######## decode_stage ########
decode_stage/port_nets.png
Drawn at 4 px/um.
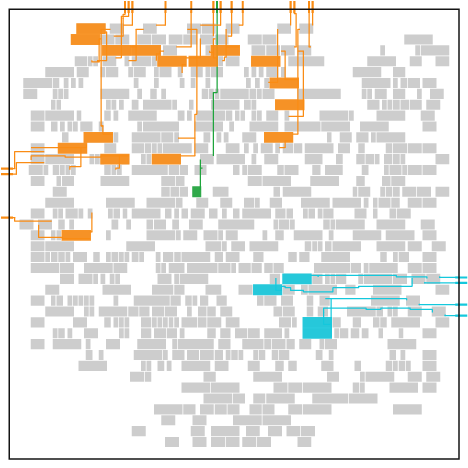

### src/rtl/decode_stage.sv
// rtl/decode_stage.sv - 16-bit instruction decode stage with registered output and one-entry skid buffer
// Decoded bundle is registered; the skid holds the raw word and PC and is decoded when promoted.
module decode_stage #(
   parameter int DATA_W = 16,
   parameter int CNT_W  = 16
) (
   input  logic              clk,
   input  logic              rst_n,
   input  logic              flush,
   input  logic              if_valid,
   input  logic [DATA_W-1:0] if_instr,
   input  logic [DATA_W-1:0] if_pc,
   output logic              if_ready,
   output logic              id_valid,
   input  logic              ex_ready,
   output logic [DATA_W-1:0] id_pc,
   output logic [3:0]        id_opcode,
   output logic [3:0]        id_rd,
   output logic [3:0]        id_rs1,
   output logic [3:0]        id_rs2,
   output logic [DATA_W-1:0] id_imm,
   output logic              id_rf_we,
   output logic              id_is_load,
   output logic              id_is_store,
   output logic              id_is_branch,
   output logic              id_is_jump,
   output logic              id_illegal,
   output logic [CNT_W-1:0]  id_count
);

   typedef enum logic [1:0] {
      ST_EMPTY = 2'd0,
      ST_BUSY  = 2'd1,
      ST_FULL  = 2'd2
   } state_t;

   typedef struct packed {
      logic [3:0]        opcode;
      logic [3:0]        rd;
      logic [3:0]        rs1;
      logic [3:0]        rs2;
      logic [DATA_W-1:0] imm;
      logic              rf_we;
      logic              is_load;
      logic              is_store;
      logic              is_branch;
      logic              is_jump;
      logic              illegal;
   } dec_t;

   state_t              state_q, state_d;
   dec_t                dec_q, dec_d, dec_w;
   logic [DATA_W-1:0]   id_pc_q, id_pc_d;
   logic [DATA_W-1:0]   skid_instr_q, skid_instr_d;
   logic [DATA_W-1:0]   skid_pc_q, skid_pc_d;
   logic [CNT_W-1:0]    id_count_q, id_count_d;
   logic [DATA_W-1:0]   src_instr, src_pc;
   logic                accept, deliver, load_out, load_skid;

   assign if_ready = (state_q != ST_FULL);
   assign id_valid = (state_q != ST_EMPTY);
   assign accept   = if_valid && if_ready;
   assign deliver  = id_valid && ex_ready;

   // The output register is refilled from the skid when one is held, otherwise from fetch.
   assign src_instr = (state_q == ST_FULL) ? skid_instr_q : if_instr;
   assign src_pc    = (state_q == ST_FULL) ? skid_pc_q    : if_pc;

   always_comb begin
      dec_w        = '0;
      dec_w.opcode = src_instr[15:12];
      dec_w.rd     = src_instr[11:8];
      dec_w.rs1    = src_instr[7:4];
      dec_w.rs2    = src_instr[3:0];
      case (src_instr[15:12])
         4'h0: ;
         4'h1, 4'h2, 4'h3, 4'h4, 4'h5: dec_w.rf_we = 1'b1;
         4'h6: begin
            dec_w.rf_we = 1'b1;
            dec_w.rs1   = src_instr[11:8];
            dec_w.imm   = {{8{src_instr[7]}}, src_instr[7:0]};
         end
         4'h7: begin
            dec_w.rf_we = 1'b1;
            dec_w.imm   = {src_instr[7:0], 8'h00};
         end
         4'h8: begin
            dec_w.rf_we   = 1'b1;
            dec_w.is_load = 1'b1;
            dec_w.imm     = {{12{src_instr[3]}}, src_instr[3:0]};
         end
         4'h9: begin
            dec_w.is_store = 1'b1;
            dec_w.rd       = 4'h0;
            dec_w.rs2      = src_instr[11:8];
            dec_w.imm      = {{12{src_instr[3]}}, src_instr[3:0]};
         end
         4'hA: begin
            dec_w.is_branch = 1'b1;
            dec_w.rd        = 4'h0;
            dec_w.rs1       = src_instr[11:8];
            dec_w.rs2       = src_instr[7:4];
            dec_w.imm       = {{12{src_instr[3]}}, src_instr[3:0]};
         end
         4'hB: begin
            dec_w.is_jump = 1'b1;
            dec_w.rd      = 4'h0;
            dec_w.rs1     = 4'h0;
            dec_w.rs2     = 4'h0;
            dec_w.imm     = {{4{src_instr[11]}}, src_instr[11:0]};
         end
         4'hC, 4'hD, 4'hE, 4'hF: dec_w.illegal = 1'b1;
      endcase
   end

   always_comb begin
      state_d   = state_q;
      load_out  = 1'b0;
      load_skid = 1'b0;
      // Flush wins over any concurrent accept or deliver.
      if (flush) begin
         state_d = ST_EMPTY;
      end else begin
         case (state_q)
            ST_EMPTY: begin
               if (accept) begin
                  load_out = 1'b1;
                  state_d  = ST_BUSY;
               end
            end
            ST_BUSY: begin
               if (accept && deliver) begin
                  load_out = 1'b1;
               end else if (accept) begin
                  load_skid = 1'b1;
                  state_d   = ST_FULL;
               end else if (deliver) begin
                  state_d = ST_EMPTY;
               end
            end
            ST_FULL: begin
               if (deliver) begin
                  load_out = 1'b1;
                  state_d  = ST_BUSY;
               end
            end
            default: state_d = ST_EMPTY;
         endcase
      end
      dec_d        = load_out ? dec_w : dec_q;
      id_pc_d      = load_out ? src_pc : id_pc_q;
      skid_instr_d = load_skid ? if_instr : skid_instr_q;
      skid_pc_d    = load_skid ? if_pc : skid_pc_q;
      id_count_d   = id_count_q + {{(CNT_W-1){1'b0}}, (deliver && !flush)};
   end

   always_ff @(posedge clk) begin
      if (!rst_n) begin
         state_q      <= ST_EMPTY;
         dec_q        <= '0;
         id_pc_q      <= '0;
         skid_instr_q <= '0;
         skid_pc_q    <= '0;
         id_count_q   <= '0;
      end else begin
         state_q      <= state_d;
         dec_q        <= dec_d;
         id_pc_q      <= id_pc_d;
         skid_instr_q <= skid_instr_d;
         skid_pc_q    <= skid_pc_d;
         id_count_q   <= id_count_d;
      end
   end

   assign id_pc        = id_pc_q;
   assign id_opcode    = dec_q.opcode;
   assign id_rd        = dec_q.rd;
   assign id_rs1       = dec_q.rs1;
   assign id_rs2       = dec_q.rs2;
   assign id_imm       = dec_q.imm;
   assign id_rf_we     = dec_q.rf_we;
   assign id_is_load   = dec_q.is_load;
   assign id_is_store  = dec_q.is_store;
   assign id_is_branch = dec_q.is_branch;
   assign id_is_jump   = dec_q.is_jump;
   assign id_illegal   = dec_q.illegal;
   assign id_count     = id_count_q;

endmodule

### config.mk
export PLATFORM = sky130hd
export DESIGN_NAME = decode_stage
export DESIGN_NICKNAME = d
export VERILOG_FILES = /design/src/rtl/decode_stage.sv
export SDC_FILE = /design/constraint.sdc
export NUM_CORES = 1
export LEC_CHECK = 0
export CAP_MARGIN = 5
export CORE_MARGIN = 2
export CORE_UTILIZATION = 40
export DETAILED_ROUTE_END_ITERATION = 6
export MAX_ROUTING_LAYER = met4
export PLACE_DENSITY = 0.66
export SYNTH_ARGS = -nofsm -noshare
export SYNTH_HDL_FRONTEND = slang
export SYNTH_SLANG_ARGS = --single-unit
### constraint.sdc
create_clock -name clk -period 4.71 [get_ports clk]
set_clock_uncertainty 0.05 [all_clocks]
set_input_delay 0.471 -clock clk [delete_from_list [all_inputs] [get_ports clk]]
set_output_delay 0.471 -clock clk [all_outputs]
set_load 0.005 [all_outputs]
######## if_align_buffer ########
**src/rtl/if_align_buffer.sv**
```systemverilog
// if_align_buffer: instruction-fetch alignment buffer.
// Repacks word-aligned 32-bit fetch words into one instruction per decode
// beat ({id_pc, id_instr}). The buffer is a small shift register of
// halfwords: hw[0] is the oldest halfword. A pop removes the instruction at
// the front. A push appends new halfwords right after the ones that remain.
//
// Build option: define IF_ALIGN_RVC_EN to enable RV32C support. This covers
// 16-bit instructions, halfword-aligned PCs and the drop_low realignment.
// With the macro undefined, every instruction is 32-bit. The buffer then
// behaves as a 2-entry word FIFO and the PC advances by 4.
module if_align_buffer #(
  parameter int          HW_DEPTH = 4,
  parameter logic [31:0] RESET_PC = 32'h0000_0000
) (
  input  logic        clk,
  input  logic        rst,
  input  logic        fetch_valid,
  input  logic [31:0] fetch_word,
  output logic        fetch_ready,
  input  logic        redirect_valid,
  input  logic [31:0] redirect_pc,
  output logic        id_valid,
  input  logic        id_ready,
  output logic [31:0] id_pc,
  output logic [31:0] id_instr,
  output logic        id_compressed
);

  localparam int CW = $clog2(HW_DEPTH + 1);
  typedef logic [CW-1:0] cnt_t;

  logic [15:0] hw_q [HW_DEPTH];
  logic [15:0] hw_d [HW_DEPTH];
  cnt_t        count_q, count_d;
  cnt_t        base;
  logic [31:0] pc_q, pc_d;
  logic [31:0] redirect_target;
  logic        drop_now;
  logic        drop_next;
  logic        is16;
  logic [1:0]  need;
  logic        push, pop;
  logic [1:0]  push_hw, pop_hw;
  logic        unused_bits;

`ifdef IF_ALIGN_RVC_EN
  logic drop_low_q;

  assign is16            = (hw_q[0][1:0] != 2'b11);
  assign drop_now        = drop_low_q;
  assign redirect_target = {redirect_pc[31:1], 1'b0};
  assign drop_next       = redirect_valid ? redirect_pc[1] : (drop_low_q && !push);
  assign unused_bits     = redirect_pc[0];

  // drop_low: skip the low halfword of the first word fetched after a
  // realignment to an odd halfword.
  always_ff @(posedge clk or posedge rst) begin
    if (rst) drop_low_q <= RESET_PC[1];
    else     drop_low_q <= drop_next;
  end
`else
  assign is16            = 1'b0;
  assign drop_now        = 1'b0;
  assign redirect_target = {redirect_pc[31:2], 2'b00};
  assign drop_next       = 1'b0;
  assign unused_bits     = ^{redirect_pc[1:0], drop_next};
`endif

  // The length of the front instruction determines how many halfwords a
  // complete beat needs.
  assign need     = is16 ? 2'd1 : 2'd2;
  assign id_valid = (count_q >= cnt_t'(need)) && !redirect_valid;

  // fetch_ready uses the pre-pop count. This keeps the buffer from
  // overflowing even when no pop happens in the same cycle.
  assign fetch_ready = (count_q <= cnt_t'(HW_DEPTH - 2));

  assign push    = fetch_valid && fetch_ready && !redirect_valid;
  assign pop     = id_valid && id_ready;
  assign pop_hw  = pop ? need : 2'd0;
  assign push_hw = !push ? 2'd0 : (drop_now ? 2'd1 : 2'd2);

  assign id_pc         = pc_q;
  assign id_instr      = !id_valid ? 32'h0 :
                         is16      ? {16'h0, hw_q[0]} : {hw_q[1], hw_q[0]};
  assign id_compressed = id_valid && is16;

  // Next buffer contents: first shift out the popped halfwords, then write
  // the pushed halfwords just behind the surviving ones.
  always_comb begin
    // NOTE: every always_comb output gets a default first so no path infers a latch.
    hw_d = hw_q;
    base = count_q - cnt_t'(pop_hw);
    if (pop_hw == 2'd1) begin
      for (int i = 0; i < HW_DEPTH - 1; i++) hw_d[i] = hw_q[i+1];
    end else if (pop_hw == 2'd2) begin
      for (int i = 0; i < HW_DEPTH - 2; i++) hw_d[i] = hw_q[i+2];
    end
    for (int i = 0; i < HW_DEPTH; i++) begin
      if (push_hw == 2'd1) begin
        if (cnt_t'(i) == base) hw_d[i] = fetch_word[31:16];
      end else if (push_hw == 2'd2) begin
        if (cnt_t'(i) == base)              hw_d[i] = fetch_word[15:0];
        if (cnt_t'(i) == base + cnt_t'(1))  hw_d[i] = fetch_word[31:16];
      end
    end
  end

  // Next count and PC. A redirect overrides both the push and the pop.
  always_comb begin
    count_d = count_q - cnt_t'(pop_hw) + cnt_t'(push_hw);
    pc_d    = pc_q + {29'd0, pop_hw, 1'b0};
    if (redirect_valid) begin
      count_d = '0;
      pc_d    = redirect_target;
    end
  end

  // Control state: occupancy and the PC of the front instruction.
  always_ff @(posedge clk or posedge rst) begin
    if (rst) begin
      count_q <= '0;
      pc_q    <= RESET_PC;
    end else begin
      count_q <= count_d;
      pc_q    <= pc_d;
    end
  end

  // Halfword storage. Only the first count_q entries are ever read.
  // NOTE: the storage array has no reset; count_q alone qualifies which entries are live.
  always_ff @(posedge clk) begin
    hw_q <= hw_d;
  end

endmodule

```
**config.mk**
```make
export PLATFORM = sky130hd
export DESIGN_NAME = if_align_buffer
export DESIGN_NICKNAME = d
export VERILOG_FILES = /design/src/rtl/if_align_buffer.sv
export SDC_FILE = /design/constraint.sdc
export NUM_CORES = 1
export LEC_CHECK = 0
export ABC_AREA = 1
export CAP_MARGIN = 15
export CORE_AREA = 2 2 91 158
export DETAILED_ROUTE_END_ITERATION = 6
export DIE_AREA = 0 0 93 160
export PLACE_DENSITY = 0.64
export SYNTH_ARGS = -nofsm -noshare
export SYNTH_HDL_FRONTEND = slang
export SYNTH_SLANG_ARGS = --single-unit
```
**constraint.sdc**
```tcl
create_clock -name clk -period 7.6 [get_ports clk]
set_input_delay 1.52 -clock clk [delete_from_list [all_inputs] [get_ports clk]]
set_output_delay 1.52 -clock clk [all_outputs]
set_load 0.01 [all_outputs]
```

==> notes/layouts.md <==
Pictures saved along the way, in no particular order.

Gate-type map.
Drawn at 4 px/um.
panel A
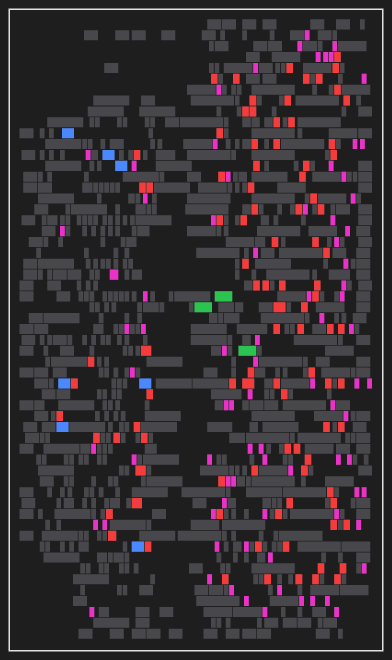
panel B
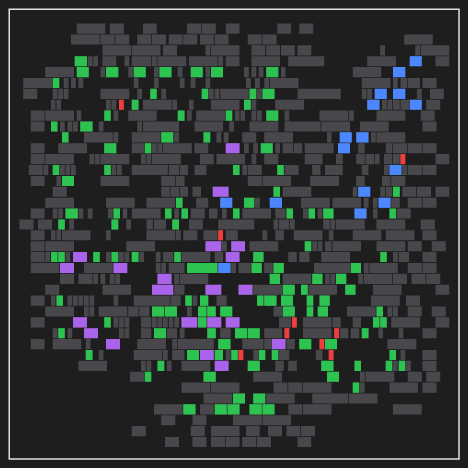
- panel B = decode_stage
- panel A = if_align_buffer

if_align_buffer/final_congestion.png
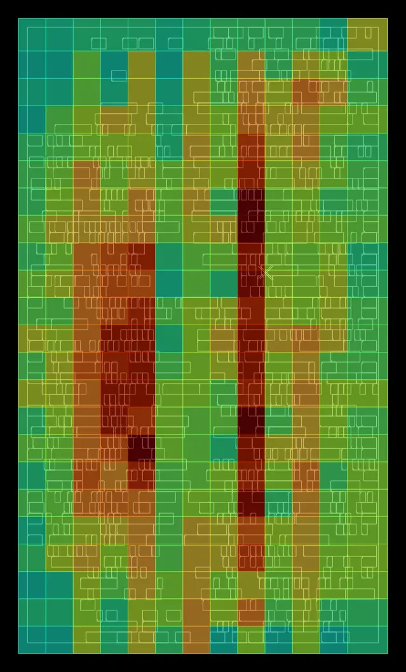
GR peak layer: met2
M2 GR Usage: 36.8%
routing usage on met1: 21.6%
routing usage on met3: 3.82%
gr usage total: 20.0%

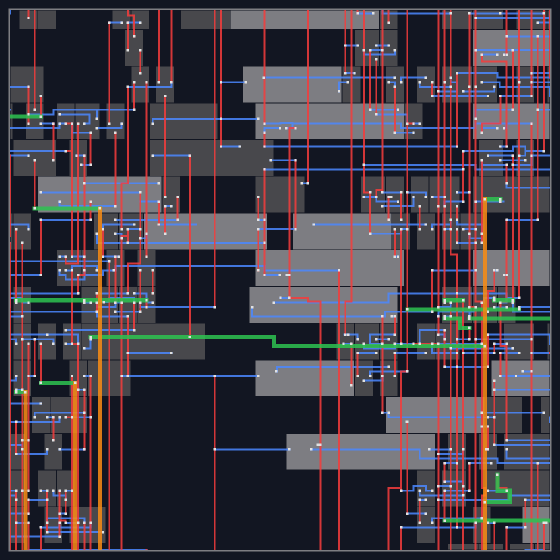
if_align_buffer/zoom.png
Region (26, 92) to (66, 132) um. Cells in gray, sequential cells in the stronger gray; small squares are vias.
[met3] green
[met1] blue
[met2] red
[met4] orange
sequential cells in the window: 14
most frequent: nand2_1 (44), o21ai_0 (11), edfxtp_1 (8)
cells with their middle in the window: 104
netlist names of flops here include: hw_q (12), id_pc (2)

==> results_slide.txt, if_align_buffer <==
Flow Results at a Glance

Pwr
  – Pwr Total: between 1 and 1.5 mW

Yosys
  – Synth Seq Share: a little under half
  – Post-synth ARST share: 33.3%
  – Xor/xnor cell area share of the yosys netlist: roughly 1.2%

Final layout
  – # fillers: approximately 1400
  – Post-route cell area: approximately 0.007 mm^2

Run status
  – Outcome: complete, but fails checks
  – Failing checks: design-rule violations

Placement
  – Worst slack at placement: between 1500 and 2000 ps
  – IO buf count: between 100 and 150

Detailed routing
  – Routed wl met3: between 700 and 800 um
  – DRC viols: 2

Floorplan
  – Die Wd: ~93 um
  – Std-Cell Rows: ~57

Clock tree
  – CTS buffer count: 9
  – # hold bufs at CTS: 0
  – Clk sinks: roughly 96

Critical path
  – R2R cell count: 12
## if_align_buffer: sequential cells by signal, summed over array words and instances, names as in the netlist
signal	cells
count_q	2
id_pc	30
hw_q	64
## if_align_buffer: kinds of logic (layout without fill, tap and decap cells)
group / Yosys count / after routing
AND/OR/NAND/NOR: 415 / 415
XOR/XNOR: 7 / 7
AND-OR/OR-AND: 96 / 96
adder cells (fa/ha/maj): 3 / 3
buffers and inverters: 112 / 232
flip-flops: 96 / 96
other: 1 / 5
## if_align_buffer: layout make-up
type	instances	area, um^2	area share (%)
Sequential cell	96	2400	34.7
Multi-Input combinational cell	526	2350	33.9
Inverter	82	310	4.48
Clock buffer	12	246	3.56
Tap cell	177	221	3.20
Clock inverter	4	55.1	0.795
Timing Repair Buffer	134	1340	19.3
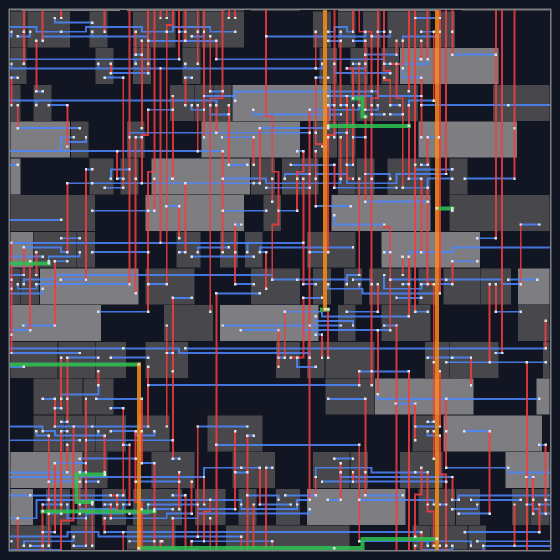
decode_stage/zoom.png
Region (36, 58) to (76, 98) um. Cells in gray, sequential cells in the stronger gray; small squares are vias.
[met2] red
[met3] green
[met1] blue
[met4] orange
most frequent: nand2_1 (33), dfxtp_1 (16), a21oi_1 (15)
cells with their middle in the window: 118
netlist names of flops here include: skid_pc_q (7), id_pc (4)
sequential cells in the window: 16

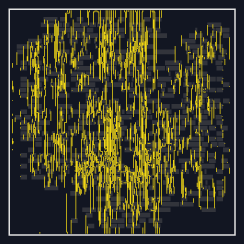
decode_stage/met2.png
Drawn at 2 px/um. Cells faint in the background.
main direction: vertical
longest straight run: 40.1 um
wire length on this layer: 5580 um
DRT Wirelength: 12800 um
M2 GR Usage: 29.6%
vias: 4364

Notes on decode_stage/port_nets.png above:
[id_rs1] cyan | bits: 4 | direction: output | end cells: 4 | buffers: 4 | wire: 163 um
[id_valid] green | bits: 1 | direction: output | end cells: 1 | buffers: 1 | wire: 45.1 um
[id_pc] orange | bits: 16 | direction: output | end cells: 16 | buffers: 16 | wire: 432 um
io pins: 109
IO buf count: 108

==> results_slide.txt, decode_stage <==
Flow Results at a Glance

Final layout
  – Clock buffers: 10
  – # fillers: roughly 1100

Run status
  – Outcome: finished clean

Clock tree
  – CTS buffer count: 9
  – Clock Tree Root: clkbuf_16

Detailed routing
  – Uppermost layer routed: met4
  – Vias/cell: about 5.5

Pwr
  – Power Density: 312 mW/mm^2
  – Sequential Power Share: roughly half

Yosys
  – Area share, top type: ~45%
  – Chip Area, Yosys: roughly 0.0047 mm^2
  – Post-synth net total: 605
  – Most common cell in the synthesized netlist: nand2_1
  – Post-synth top cells: nand2_1, dfxtp_1, a21oi_1

Floorplan
  – DIE AREA: between 0.01 and 0.015 mm^2
  – FP Util: between 40 and 50%

Timing
  – Final max-slew violation count: 0
  – Final hold slack: roughly 400 ps
  – Final setup violation count: 0

Critical path
  – CP delay by family, top: multiplexers
  – CP startpoint kind: register
==> decode_stage: metrics by stage <==
step	power (mW)	instance area, um^2	setup WS [ps]
global placement	1.15	5790	1620
floorplan	1.04	4670	2530
CTS	1.92	6100	1440
global route	1.97	6100	1130
detailed placement	1.15	5790	1520
finish	1.90	6100	1400
==> decode_stage: cell families (layout without fill, tap and decap cells) <==
kind of cell	after synthesis	in the layout	synth area share (%)
and+or+nand+nor	248	248	24.2
AOI/OAI and AO/OA	126	126	18.4
DFF	104	104	44.6
buffers and inverters	49	136	4.55
muxes	21	21	4.71
xor gates and xnor gates	16	16	3.00
adders and majority gates	2	2	0.535
==> decode_stage: state kept, by name, indices dropped and copies added, names as in the netlist <==
name,cells
id_imm,16
state_q,2
id_rs1,4
id_rs2,4
id_pc,16
skid_pc_q,16
skid_instr_q,16
id_is_jump,1
id_opcode,4
id_count,16
id_is_store,1
id_illegal,1
id_rd,4
id_rf_we,1
id_is_branch,1
id_is_load,1

No activity file was given, so power comes from the tool's default toggle rates.
